=== s2_mailbox_responder ===
s2_mailbox_responder/metal_stack.png
Two of the layers only.
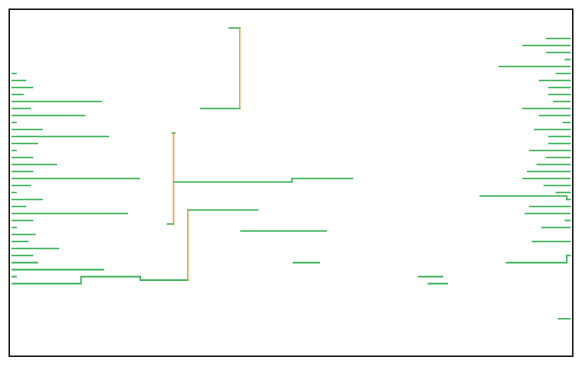

File: config.mk
export PLATFORM = sky130hd
export DESIGN_NAME = s2_mailbox_responder
export DESIGN_NICKNAME = d
export VERILOG_FILES = /design/src/rtl/s2_mailbox_pkg.sv /design/src/rtl/s2_poll_timer.sv /design/src/rtl/s2_mailbox_responder.sv
export SDC_FILE = /design/constraint.sdc
export NUM_CORES = 1
export LEC_CHECK = 0
export ABC_AREA = 1
export CAP_MARGIN = 20
export CORE_ASPECT_RATIO = 0.6
export CORE_MARGIN = 2
export CORE_UTILIZATION = 40
export CTS_CLUSTER_DIAMETER = 80
export DETAILED_ROUTE_END_ITERATION = 10
export PLACE_DENSITY = 0.72
export SLEW_MARGIN = 10
export SYNTH_ARGS = -nofsm -noshare
export SYNTH_HDL_FRONTEND = slang
export SYNTH_SLANG_ARGS = --single-unit
File: constraint.sdc
create_clock -name clk_clk -period 1.7 [get_ports clk_clk]
set_clock_uncertainty 0.1 [all_clocks]
set_input_delay 0.255 -clock clk_clk [delete_from_list [all_inputs] [get_ports clk_clk]]
set_output_delay 0.255 -clock clk_clk [all_outputs]
set_load 0.005 [all_outputs]
File: src/rtl/s2_mailbox_pkg.sv
// Shared state encoding, mailbox word layout and write-back helper for the
// fabric-side mailbox responder.
package s2_mailbox_pkg;

    typedef enum logic [2:0] {IDLE, RD, RWAIT, EVAL, WR} state_e;

    localparam int VALID_BIT = 31;
    localparam int ACK_BIT   = 30;
    localparam int PAYLOAD_W = 8;

    // Write-back word: VALID cleared, ACK set, every other bit preserved.
    function automatic logic [31:0] mbox_ack(input logic [31:0] word);
        logic [31:0] w;
        w            = word;
        w[VALID_BIT] = 1'b0;
        w[ACK_BIT]   = 1'b1;
        return w;
    endfunction

endpackage

File: src/rtl/s2_poll_timer.sv
// Reloadable poll-interval down-counter; expired is high while the count is 0.
module s2_poll_timer #(
    parameter int POLL_CYCLES = 1000
) (
    input  logic clk_clk,
    input  logic reset_reset_n,
    input  logic load,
    input  logic en,
    output logic expired
);

    localparam int CNT_W = $clog2(POLL_CYCLES + 1);
    localparam logic [CNT_W-1:0] RELOAD = CNT_W'(POLL_CYCLES - 1);

    logic [CNT_W-1:0] cnt_q, cnt_d;

    assign expired = (cnt_q == '0);

    always_comb begin
        cnt_d = cnt_q;
        if (load) begin
            cnt_d = RELOAD;
        end else if (en && !expired) begin
            cnt_d = cnt_q - CNT_W'(1);
        end
    end

    always_ff @(posedge clk_clk or negedge reset_reset_n) begin
        if (!reset_reset_n) begin
            cnt_q <= RELOAD;
        end else begin
            cnt_q <= cnt_d;
        end
    end

endmodule

File: src/rtl/s2_mailbox_responder.sv
// Polls the mailbox word over s2, latches posted payloads onto the LEDs and
// writes the word back acknowledged.
//
// state | meaning
// IDLE  | waiting for the poll timer (held while enable is low)
// RD    | read strobe to the mailbox word
// RWAIT | waiting out the read latency, samples readdata on the last cycle
// EVAL  | VALID set: latch payload and go write back; else back to IDLE
// WR    | write-back strobe with VALID cleared and ACK set
module s2_mailbox_responder
    import s2_mailbox_pkg::*;
#(
    parameter int                ADDR_W       = 10,
    parameter logic [ADDR_W-1:0] MBOX_ADDR    = 10'h3FF,
    parameter int                POLL_CYCLES  = 1000,
    parameter int                READ_LATENCY = 1
) (
    input  logic              clk_clk,
    input  logic              reset_reset_n,
    input  logic              enable,
    output logic [ADDR_W-1:0] s2_address,
    output logic              s2_chipselect,
    output logic              s2_clken,
    output logic              s2_write,
    input  logic [31:0]       s2_readdata,
    output logic [31:0]       s2_writedata,
    output logic [3:0]        s2_byteenable,
    output logic [7:0]        led_out,
    output logic              cmd_event,
    output logic              busy
);

    state_e                 state_q, state_d;
    logic [31:0]            rdata_q, rdata_d;
    logic [PAYLOAD_W-1:0]   led_q, led_d;
    logic                   event_q, event_d;
    logic                   rw_cnt_q, rw_cnt_d;
    logic                   poll_expired;
    logic                   rd_sample;
    logic                   accept;

    s2_poll_timer #(
        .POLL_CYCLES (POLL_CYCLES)
    ) u_timer (
        .clk_clk       (clk_clk),
        .reset_reset_n (reset_reset_n),
        .load          (!(state_q == IDLE && enable)),
        .en            (state_q == IDLE && enable),
        .expired       (poll_expired)
    );

    // With a latency of 2 the first RWAIT cycle only arms rw_cnt_q.
    assign rd_sample = (state_q == RWAIT) && ((READ_LATENCY == 1) || rw_cnt_q);
    assign accept    = (state_q == EVAL) && rdata_q[VALID_BIT];

    always_ff @(posedge clk_clk or negedge reset_reset_n) begin
        if (!reset_reset_n) begin
            state_q  <= IDLE;
            rdata_q  <= '0;
            led_q    <= '0;
            event_q  <= 1'b0;
            rw_cnt_q <= 1'b0;
        end else begin
            state_q  <= state_d;
            rdata_q  <= rdata_d;
            led_q    <= led_d;
            event_q  <= event_d;
            rw_cnt_q <= rw_cnt_d;
        end
    end

    always_comb begin
        state_d = state_q;
        case (state_q)
            IDLE:    if (enable && poll_expired) state_d = RD;
            RD:      state_d = RWAIT;
            RWAIT:   if (rd_sample) state_d = EVAL;
            EVAL:    state_d = rdata_q[VALID_BIT] ? WR : IDLE;
            WR:      state_d = IDLE;
            default: state_d = IDLE;
        endcase
    end

    always_comb begin
        rdata_d  = rd_sample ? s2_readdata : rdata_q;
        led_d    = accept ? rdata_q[PAYLOAD_W-1:0] : led_q;
        event_d  = accept;
        rw_cnt_d = (state_q == RWAIT);
    end

    always_comb begin
        s2_chipselect = 1'b0;
        s2_write      = 1'b0;
        s2_address    = '0;
        s2_byteenable = 4'h0;
        s2_writedata  = '0;
        case (state_q)
            RD: begin
                s2_chipselect = 1'b1;
                s2_address    = MBOX_ADDR;
                s2_byteenable = 4'hF;
            end
            WR: begin
                s2_chipselect = 1'b1;
                s2_write      = 1'b1;
                s2_address    = MBOX_ADDR;
                s2_byteenable = 4'hF;
                s2_writedata  = mbox_ack(rdata_q);
            end
            default: ;
        endcase
    end

    assign s2_clken  = s2_chipselect;
    assign busy      = (state_q != IDLE);
    assign led_out   = led_q;
    assign cmd_event = event_q;

endmodule

=== spi_reg_slave ===
[config.mk]
export PLATFORM = sky130hd
export DESIGN_NAME = spi_reg_slave
export DESIGN_NICKNAME = d
export VERILOG_FILES = /design/src/rtl/spi_reg_pkg.sv /design/src/rtl/spi_sync_edge.sv /design/src/rtl/spi_reg_slave.sv
export SDC_FILE = /design/constraint.sdc
export NUM_CORES = 1
export LEC_CHECK = 0
export CAP_MARGIN = 20
export CORE_MARGIN = 1.5
export CORE_UTILIZATION = 35
export DETAILED_ROUTE_END_ITERATION = 7
export GPL_TIMING_DRIVEN = 0
export HOLD_SLACK_MARGIN = 0.12
export PLACE_DENSITY_LB_ADDON = 0.2
export SETUP_SLACK_MARGIN = 0.02
export SKIP_CTS_REPAIR_TIMING = 1
export SYNTH_ARGS = -nofsm -noshare
export SYNTH_HDL_FRONTEND = slang
export SYNTH_SLANG_ARGS = --single-unit
[constraint.sdc]
create_clock -name clk -period 3.1 [get_ports clk]
set_clock_uncertainty 0.05 [all_clocks]
set_input_delay 0.62 -clock clk [delete_from_list [all_inputs] [get_ports clk]]
set_output_delay 0.62 -clock clk [all_outputs]
set_load 0.02 [all_outputs]
[src/rtl/spi_reg_pkg.sv]
// Shared types and helpers for the SPI register slave.
package spi_reg_pkg;

   typedef enum logic [1:0] {
      ST_IDLE = 2'd0,
      ST_CMD  = 2'd1,
      ST_DATA = 2'd2
   } state_t;

   // Command MSB selects write (1) or read (0).
   function automatic int cmd_write_bit(input int data_w);
      return data_w - 1;
   endfunction

   // Modes 0 and 3 sample on the rising sclk edge, modes 1 and 2 on the falling edge.
   function automatic logic sample_on_rise(input int cpol, input int cpha);
      return (cpol == cpha);
   endfunction

endpackage

[src/rtl/spi_sync_edge.sv]
// Synchronises the SPI pins into clk and produces registered edge pulses
// (latency SYNC_STAGES+1 clk from pin to pulse).
module spi_sync_edge #(
   parameter int SYNC_STAGES = 2,
   parameter bit CPOL        = 1'b0
) (
   input  logic clk,
   input  logic rst,
   input  logic ss_n_in,
   input  logic sclk_in,
   input  logic mosi_in,
   output logic ss_fall,
   output logic ss_rise,
   output logic sclk_rise,
   output logic sclk_fall,
   output logic mosi
);

   logic [SYNC_STAGES-1:0] ss_sync;
   logic [SYNC_STAGES-1:0] sclk_sync;
   logic [SYNC_STAGES-1:0] mosi_sync;
   logic [SYNC_STAGES:0]   settle;
   logic ss_d;
   logic sclk_d;
   logic ss_s;
   logic sclk_s;
   logic vld;

   assign ss_s   = ss_sync[SYNC_STAGES-1];
   assign sclk_s = sclk_sync[SYNC_STAGES-1];
   // Suppress edges until the chain has flushed its reset value, so a pin that
   // was already active during reset cannot fake a frame start.
   assign vld    = settle[SYNC_STAGES];

   always_ff @(posedge clk) begin
      if (rst) begin
         ss_sync   <= '1;
         sclk_sync <= {SYNC_STAGES{CPOL}};
         mosi_sync <= '0;
         settle    <= '0;
         ss_d      <= 1'b1;
         sclk_d    <= CPOL;
         ss_fall   <= 1'b0;
         ss_rise   <= 1'b0;
         sclk_rise <= 1'b0;
         sclk_fall <= 1'b0;
         mosi      <= 1'b0;
      end else begin
         ss_sync   <= {ss_sync[SYNC_STAGES-2:0], ss_n_in};
         sclk_sync <= {sclk_sync[SYNC_STAGES-2:0], sclk_in};
         mosi_sync <= {mosi_sync[SYNC_STAGES-2:0], mosi_in};
         settle    <= {settle[SYNC_STAGES-1:0], 1'b1};
         ss_d      <= ss_s;
         sclk_d    <= sclk_s;
         ss_fall   <= vld & ss_d & ~ss_s;
         ss_rise   <= vld & ~ss_d & ss_s;
         sclk_rise <= vld & ~sclk_d & sclk_s;
         sclk_fall <= vld & sclk_d & ~sclk_s;
         mosi      <= mosi_sync[SYNC_STAGES-1];
      end
   end

endmodule

[src/rtl/spi_reg_slave.sv]
// SPI slave with command/address framing, burst auto-increment and a register file.
// Define SPI_WR_PROTECT_EN to make reg0 bit0 a write-lock for addresses 1..NUM_REGS-1.
module spi_reg_slave
   import spi_reg_pkg::*;
#(
   parameter int DATA_W      = 8,
   parameter int ADDR_W      = 4,
   parameter int CPOL        = 0,
   parameter int CPHA        = 0,
   parameter int SYNC_STAGES = 2
) (
   input  logic                             clk,
   input  logic                             rst,
   input  logic                             spi_ss_n,
   input  logic                             spi_sclk,
   input  logic                             spi_mosi,
   output logic                             spi_miso,
   output logic                             spi_miso_oe,
   output logic [(2**ADDR_W)*DATA_W-1:0]    regs_flat,
   output logic                             wr_strobe,
   output logic [ADDR_W-1:0]                wr_addr,
   output logic [DATA_W-1:0]                wr_data,
   output logic                             busy,
   output logic [1:0]                       dbg_state
);

   localparam int NUM_REGS      = 2**ADDR_W;
   localparam int CMD_WRITE_BIT = cmd_write_bit(DATA_W);
   localparam int CNT_W         = $clog2(DATA_W);
   localparam bit SAMPLE_RISE   = sample_on_rise(CPOL, CPHA);
   localparam bit CPHA1         = (CPHA != 0);

   logic ss_fall, ss_rise, sclk_rise, sclk_fall, mosi_s;
   logic sample_edge, shift_edge, last_bit, wr_locked;

   state_t              state;
   logic [CNT_W-1:0]    bit_cnt;
   logic [DATA_W-2:0]   shift_in;
   logic [DATA_W-1:0]   shift_out;
   logic [DATA_W-1:0]   word_in;
   logic [ADDR_W-1:0]   addr;
   logic [ADDR_W-1:0]   next_addr;
   logic                is_write;
   logic [DATA_W-1:0]   regs [NUM_REGS];

   spi_sync_edge #(
      .SYNC_STAGES (SYNC_STAGES),
      .CPOL        (CPOL != 0)
   ) u_sync (
      .clk       (clk),
      .rst       (rst),
      .ss_n_in   (spi_ss_n),
      .sclk_in   (spi_sclk),
      .mosi_in   (spi_mosi),
      .ss_fall   (ss_fall),
      .ss_rise   (ss_rise),
      .sclk_rise (sclk_rise),
      .sclk_fall (sclk_fall),
      .mosi      (mosi_s)
   );

   assign sample_edge = SAMPLE_RISE ? sclk_rise : sclk_fall;
   assign shift_edge  = SAMPLE_RISE ? sclk_fall : sclk_rise;
   assign word_in     = {shift_in, mosi_s};
   assign last_bit    = (bit_cnt == CNT_W'(DATA_W-1));
   assign next_addr   = addr + 1'b1;
   assign dbg_state   = state;

`ifdef SPI_WR_PROTECT_EN
   assign wr_locked = regs[0][0] && (addr != '0);
`else
   assign wr_locked = 1'b0;
`endif

   for (genvar i = 0; i < NUM_REGS; i++) begin : g_flat
      assign regs_flat[i*DATA_W +: DATA_W] = regs[i];
   end

   always_ff @(posedge clk) begin
      if (rst) begin
         state       <= ST_IDLE;
         bit_cnt     <= '0;
         shift_in    <= '0;
         shift_out   <= '0;
         addr        <= '0;
         is_write    <= 1'b0;
         spi_miso    <= 1'b0;
         spi_miso_oe <= 1'b0;
         busy        <= 1'b0;
         wr_strobe   <= 1'b0;
         wr_addr     <= '0;
         wr_data     <= '0;
         for (int i = 0; i < NUM_REGS; i++) regs[i] <= '0;
      end else begin
         wr_strobe <= 1'b0;
         // The register lands the clk after the strobe, also outside a frame.
         if (wr_strobe) regs[wr_addr] <= wr_data;

         case (state)
            ST_IDLE: begin
               if (ss_fall) begin
                  state       <= ST_CMD;
                  busy        <= 1'b1;
                  spi_miso_oe <= 1'b1;
                  spi_miso    <= 1'b0;
                  bit_cnt     <= '0;
                  shift_out   <= '0;
               end
            end
            default: begin
               // In CPHA=0 the word load replaces the shift that follows the last sample.
               if (shift_edge && (CPHA1 || bit_cnt != '0)) begin
                  shift_out <= shift_out << 1;
                  spi_miso  <= CPHA1 ? shift_out[DATA_W-1] : shift_out[DATA_W-2];
               end
               if (sample_edge) begin
                  bit_cnt  <= last_bit ? '0 : bit_cnt + CNT_W'(1);
                  shift_in <= word_in[DATA_W-2:0];
                  if (last_bit) begin
                     if (state == ST_CMD) begin
                        state    <= ST_DATA;
                        is_write <= word_in[CMD_WRITE_BIT];
                        addr     <= word_in[ADDR_W-1:0];
                        if (!word_in[CMD_WRITE_BIT]) begin
                           shift_out <= regs[word_in[ADDR_W-1:0]];
                           if (!CPHA1) spi_miso <= regs[word_in[ADDR_W-1:0]][DATA_W-1];
                        end
                     end else begin
                        addr <= next_addr;
                        if (is_write) begin
                           if (!wr_locked) begin
                              wr_strobe <= 1'b1;
                              wr_addr   <= addr;
                              wr_data   <= word_in;
                           end
                        end else begin
                           shift_out <= regs[next_addr];
                           if (!CPHA1) spi_miso <= regs[next_addr][DATA_W-1];
                        end
                     end
                  end
               end
               // A word completing on this same clk has already been committed above.
               if (ss_rise) begin
                  state       <= ST_IDLE;
                  busy        <= 1'b0;
                  spi_miso_oe <= 1'b0;
                  spi_miso    <= 1'b0;
                  bit_cnt     <= '0;
               end
            end
         endcase
      end
   end

endmodule

=== ir ===
### src/rtl/hrm_pkg.sv
// Shared HRM CPU definitions: instruction geometry and the opcode set.
package hrm_pkg;

    localparam int unsigned INSTR_W = 8;
    localparam int unsigned OPC_MSB = 7;
    localparam int unsigned OPC_LSB = 4;
    localparam int unsigned IND_BIT = 3;
    localparam int unsigned OPC_W   = OPC_MSB - OPC_LSB + 1;
    localparam int unsigned OPC_N   = 1 << OPC_W;

    typedef enum logic [OPC_W-1:0] {
        INBOX    = 4'h0,
        OUTBOX   = 4'h1,
        COPYFROM = 4'h2,
        COPYTO   = 4'h3,
        ADD      = 4'h4,
        SUB      = 4'h5,
        BUMPUP   = 4'h6,
        BUMPDN   = 4'h7,
        JUMP     = 4'h8,
        JUMPZ    = 4'h9,
        JUMPN    = 4'hA,
        OPC_RSVB = 4'hB,
        OPC_RSVC = 4'hC,
        OPC_RSVD = 4'hD,
        OPC_RSVE = 4'hE,
        HALT     = 4'hF
    } opcode_e;

    function automatic logic [OPC_N-1:0] opc_onehot(input opcode_e opc);
        opc_onehot = '0;
        opc_onehot[opc] = 1'b1;
    endfunction

endpackage

### src/rtl/ir_decode.sv
// Combinational field decode of the held instruction.
module ir_decode
    import hrm_pkg::*;
(
    input  logic [OPC_MSB:IND_BIT] instr_i,
    output logic [OPC_W-1:0]       opcode_o,
    output logic                   indirect_o,
    output logic [OPC_N-1:0]       op_onehot_o
);

    opcode_e opc;

    always_comb begin
        opc         = opcode_e'(instr_i[OPC_MSB:OPC_LSB]);
        opcode_o    = opc;
        indirect_o  = instr_i[IND_BIT];
        op_onehot_o = opc_onehot(opc);
    end

endmodule

### src/rtl/ir.sv
// Instruction register: captures program-memory data on wIR, decodes the held word.
module ir
    import hrm_pkg::*;
#(
    parameter int unsigned WIDTH       = INSTR_W,
    parameter logic [7:0]  RESET_VALUE = 8'h00
) (
    input  logic                    clk,
    input  logic                    rst_n,
    input  logic                    wIR,
    input  logic        [WIDTH-1:0] nIR,
    output logic signed [WIDTH-1:0] rIR,
    output logic        [3:0]       opcode,
    output logic                    indirect,
    output logic        [15:0]      op_onehot,
    output logic                    ir_valid
);

    localparam logic [WIDTH-1:0] RST_EXT = WIDTH'(RESET_VALUE);

    logic [WIDTH-1:0] rir_q, rir_d;
    logic             valid_q, valid_d;

    // Hold is the default so an unknown nIR cannot leak in while wIR is low.
    always_comb begin
        rir_d   = rir_q;
        valid_d = valid_q;
        if (wIR) begin
            rir_d   = nIR;
            valid_d = 1'b1;
        end
    end

    always_ff @(posedge clk or negedge rst_n) begin
        if (!rst_n) begin
            rir_q   <= RST_EXT;
            valid_q <= 1'b0;
        end else begin
            rir_q   <= rir_d;
            valid_q <= valid_d;
        end
    end

    assign rIR      = rir_q;
    assign ir_valid = valid_q;

    ir_decode u_decode (
        .instr_i     (rir_q[OPC_MSB:IND_BIT]),
        .opcode_o    (opcode),
        .indirect_o  (indirect),
        .op_onehot_o (op_onehot)
    );

endmodule

### config.mk
export PLATFORM = sky130hd
export DESIGN_NAME = ir
export DESIGN_NICKNAME = d
export VERILOG_FILES = /design/src/rtl/hrm_pkg.sv /design/src/rtl/ir_decode.sv /design/src/rtl/ir.sv
export SDC_FILE = /design/constraint.sdc
export NUM_CORES = 1
export LEC_CHECK = 0
export ABC_AREA = 1
export CORE_UTILIZATION = 32
export DETAILED_ROUTE_END_ITERATION = 8
export PLACE_DENSITY_LB_ADDON = 0.12
export SLEW_MARGIN = 20
export SYNTH_ARGS = -nofsm -noshare
export SYNTH_HDL_FRONTEND = slang
export SYNTH_HIERARCHICAL = 1
export SYNTH_SLANG_ARGS = --single-unit
### constraint.sdc
create_clock -name clk -period 2.18 [get_ports clk]
set_input_delay 0.436 -clock clk [delete_from_list [all_inputs] [get_ports clk]]
set_output_delay 0.436 -clock clk [all_outputs]
set_load 0.02 [all_outputs]
ir/port_nets.png
Scale bar: 10 um.
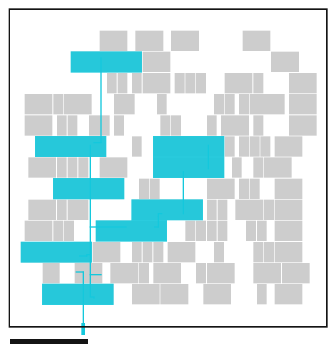
[rst_n] cyan | bits: 1 | direction: input | edge: bottom | end cells: 9 | buffers: 1 | wire: 58.2 um
# IOs: 41
number of input and output port buffers inserted: 40

==> GITHUB_STEP_SUMMARY, ir <==
## Implementation flow summary

| Metric | Value |
|---|---|
| Fmax achieved | 487 MHz |
| Most common logic cell in the routed design | sky130_fd_sc_hd__clkdlybuf4s50_1 |
| Cell breakdown of the critical path | inv_1 -> nand2_1 -> nor2_1 -> clkdlybuf4s50_1 |
| Static Leak | 0.000418 uW |
| Data required time of the worst path | 1.74 ns |
| Non-CTS inverters | 5 |
| Post-CTS setup buffer count | 0 |
| Proportion of final cell area spent on non-clock buffers | 0.459 |
| Final weighted congestion of routability-driven global placement | 0.650 |
| Worst Path Buf+Inv | 2 |
| Total power consumption of the routed design | 496 uW |
| Clock network area share | 0.0299 |
| Power spent charging and discharging nets | 160 uW |
| Multiplexer fraction of the synthesized cell area | 0 |
| Number of nets at floorplan | 80 |
| Residual DRC | 0 |
| Worst reg2reg endpoint | ir_valid |
| Part of the Yosys area used for sequential elements | 0.470 |
| Share of layout cells above drive strength 1 | 0.0374 |
| Area of combinational cells with multiple inputs | 186 um2 |
| Register share of the cell area | 0.256 |
| Xor and xnor fraction of the mapped netlist area | 0 |
| Sequential group share of total power | 0.390 |
| Placed Area | 850 um2 |
| Stage-log warning count | 26 |
| Worst Path Arrival | 1.62 ns |
| Final setup fails | 0 |
| Met3 WL post-DR | 102 um |
| Combinational logic power | 178 uW |
| Largest net degree at the start of global routing | 11 |
| Cell at the slowest stage of the critical path | sky130_fd_sc_hd__clkdlybuf4s50_1 |
| Count of fill cells added during filler insertion | 121 |
| Post-layout period usage | 0.942 |
| Clk. pwr | 124 uW |
| Vias in the first global route | 477 |
| Most common logic cells in the final layout | 39 x sky130_fd_sc_hd__clkdlybuf4s50_1, 32 x sky130_fd_sc_hd__nand2_1, 16 x sky130_fd_sc_hd__nor2_1 |
| P per Cell Area | 565 nW/um2 |
| Status | finished clean |
| Combinational cell fraction of total power | 0.360 |
| Number of combinational gates with multiple inputs | 49 |
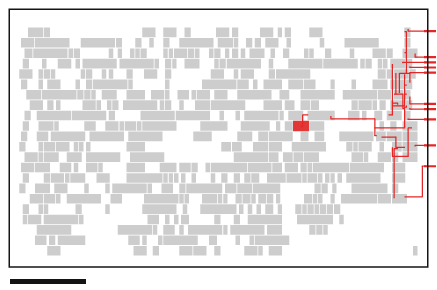
s2_mailbox_responder/port_nets.png
Scale bar: 20 um.
[s2_address] red | bits: 10 | direction: output | edge: right | end cells: 1 | buffers: 17 | wire: 190 um
number of input and output port buffers inserted: 91
# IOs: 94

Notes on s2_mailbox_responder/metal_stack.png above:
[met4] orange | wire length: 46.9 um
[met3] green | wire length: 516 um
GRT Total Usage: 0.175
WL/cell: 13.0 um
total via count after detailed routing: 2,251
routed wire length: 6300 um

==> GITHUB_STEP_SUMMARY, s2_mailbox_responder <==
## Implementation flow summary

| Metric | Value |
|---|---|
| Status | complete, but fails checks |
| Violations in the final reports | negative setup slack |
| Top_reg_cell synth | sky130_fd_sc_hd__dfrtp_1 |
| Final weighted congestion of routability-driven global placement | 0.785 |
| 1st-pass router iterations | 4 |
| Met2 usage | 0.278 |
| Clk. pwr | 780 uW |
| Crit path setup slack, layout | -0.150 ns |
| # placed instances | 464 |
| Final setup fails | 43 |
| Grt ovf | 0 |
| Cell breakdown of the critical path | nor2_2 -> nand2_2 -> buf_6 -> nand2_4 -> buf_12 -> buf_6 -> buf_6 -> buf_6 |
| Largest incremental delay on the critical path | 0.41 ns |
| Hold-fix buffers, CTS | 1 |
| Met2 WL post-DR | 2760 um |
| Initial antenna violation count | 0 |
| Cts bufs inserted | 5 |
| CP Capture Point | s2_clken |
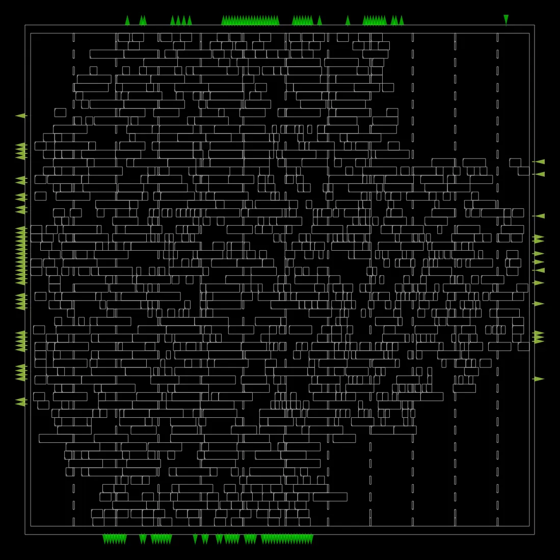
spi_reg_slave/final_placement.png
count of fill cells added during filler insertion: 2,404
register share of the cell area: 0.417

==> GITHUB_STEP_SUMMARY, spi_reg_slave <==
## Implementation flow summary

| Metric | Value |
|---|---|
| Number of warnings reported in the yosys synthesis log | 0 |
| Peak-usage layer in the global routing report | met2 |
| Crit path launch type | input port |
| Area of all placed cells without fillers | 11,900 um2 |
| Wire length of the first global-routing pass | 47,200 um |
| Main power-consuming group | sequential cells |
| Count of clock buffers in the final design | 17 |
| Register with the highest flop count | regs |
| Largest net degree at the start of global routing | 19 |
| FFs & Latches | 183 |
| Distinct cell type count after synthesis | 47 |
| Internal Power | 3980 uW |
| Clk. pwr | 2190 uW |
| GRT met1 Usage | 0.314 |
| Ys flops | 183 |
| Cells after synthesis | 766 |
| Proportion of final cell area spent on non-clock buffers | 0.151 |
| Flip-flops with a built-in enable | 128 |
| Combinational fraction of the cell area | 0.346 |
| Met3 layer usage reported by global route | 0.0643 |
| Summed standard-cell area reported by yosys | 9290 um2 |
| Final setup fails | 0 |
| Power dissipated in sequential cells | 2740 uW |
| Initial antenna violation count | 0 |
| Number of input and output port buffers inserted | 150 |
| Rows | 59 |
| Synth top cell by count | sky130_fd_sc_hd__and2_1 |
| Most frequent cells after synthesis | 130 x sky130_fd_sc_hd__and2_1, 128 x sky130_fd_sc_hd__edfxtp_1, 94 x sky130_fd_sc_hd__nand2_1 |
| Most common logic cell in the routed design | sky130_fd_sc_hd__clkdlybuf4s50_1 |
| Residual DRC | 0 |
| Multiplexer fraction of the synthesized cell area | 0.164 |
| P per Cell Area | 447 nW/um2 |
| GRT Total Usage | 0.235 |
| Worst path depth | 7 |
| Headroom to the max-slew limit | 0.303 |
| Clock-pin slew reported for the worst setup and hold paths after clock tree synthesis | 0.08 ns |
| Met2 WL post-DR | 15,100 um |
| Total via count after detailed routing | 7,220 |
| Tightest hold margin | 0.360 ns |
| Sequential cell area | 4940 um2 |
| Ratio of routed vias to standard cells | 5.58 |
| Stage-log warning count | 27 |
| Fin nets | 955 |
| Number of combinational gates with multiple inputs | 526 |
| Crit path setup slack, layout | 0.184 ns |
| Final weighted congestion of routability-driven global placement | 0.933 |
| Maximum root-to-sink buffer count | 2 |
| Most common logic cells in the final layout | 150 x sky130_fd_sc_hd__clkdlybuf4s50_1, 130 x sky130_fd_sc_hd__and2_1, 128 x sky130_fd_sc_hd__edfxtp_1 |
| Post-layout period usage | 0.941 |
| Routed wire length | 32,300 um |
| Deepest level of the CTS H-tree | 4 |
| Min Tclk post-route | 2.92 ns |
| Max Used Layer | met4 |
| Combinational logic power | 366 uW |
| Antenna diodes | 0 |
| Grt ovf | 0 |
| Status | finished clean |
| Min-delay src | u_sync.ss_sync[0] |
| Compound Share, Synth | 0.0706 |
| Number of cells in Yosys stat | 766 |
| Cell breakdown of the critical path | clkdlybuf4s50_1 -> inv_1 -> nand2_1 -> or3_1 -> clkbuf_1 -> nor3_2 -> or2_2 |


==> gallery <==
M2 wires.
picture 1
Scale bar: 20 um.
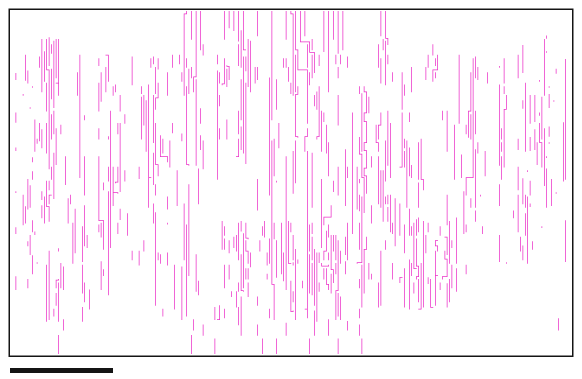
picture 2
Scale bar: 50 um.
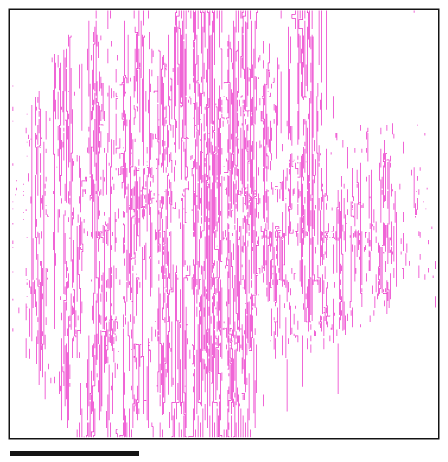
picture 3
Scale bar: 10 um.
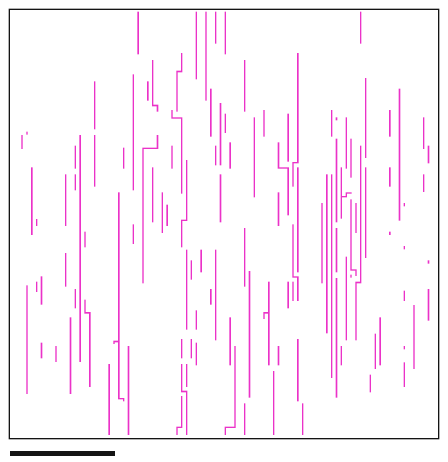
- picture 1 = s2_mailbox_responder
- picture 3 = ir
- picture 2 = spi_reg_slave

No activity file was given, so power comes from the tool's default toggle rates.
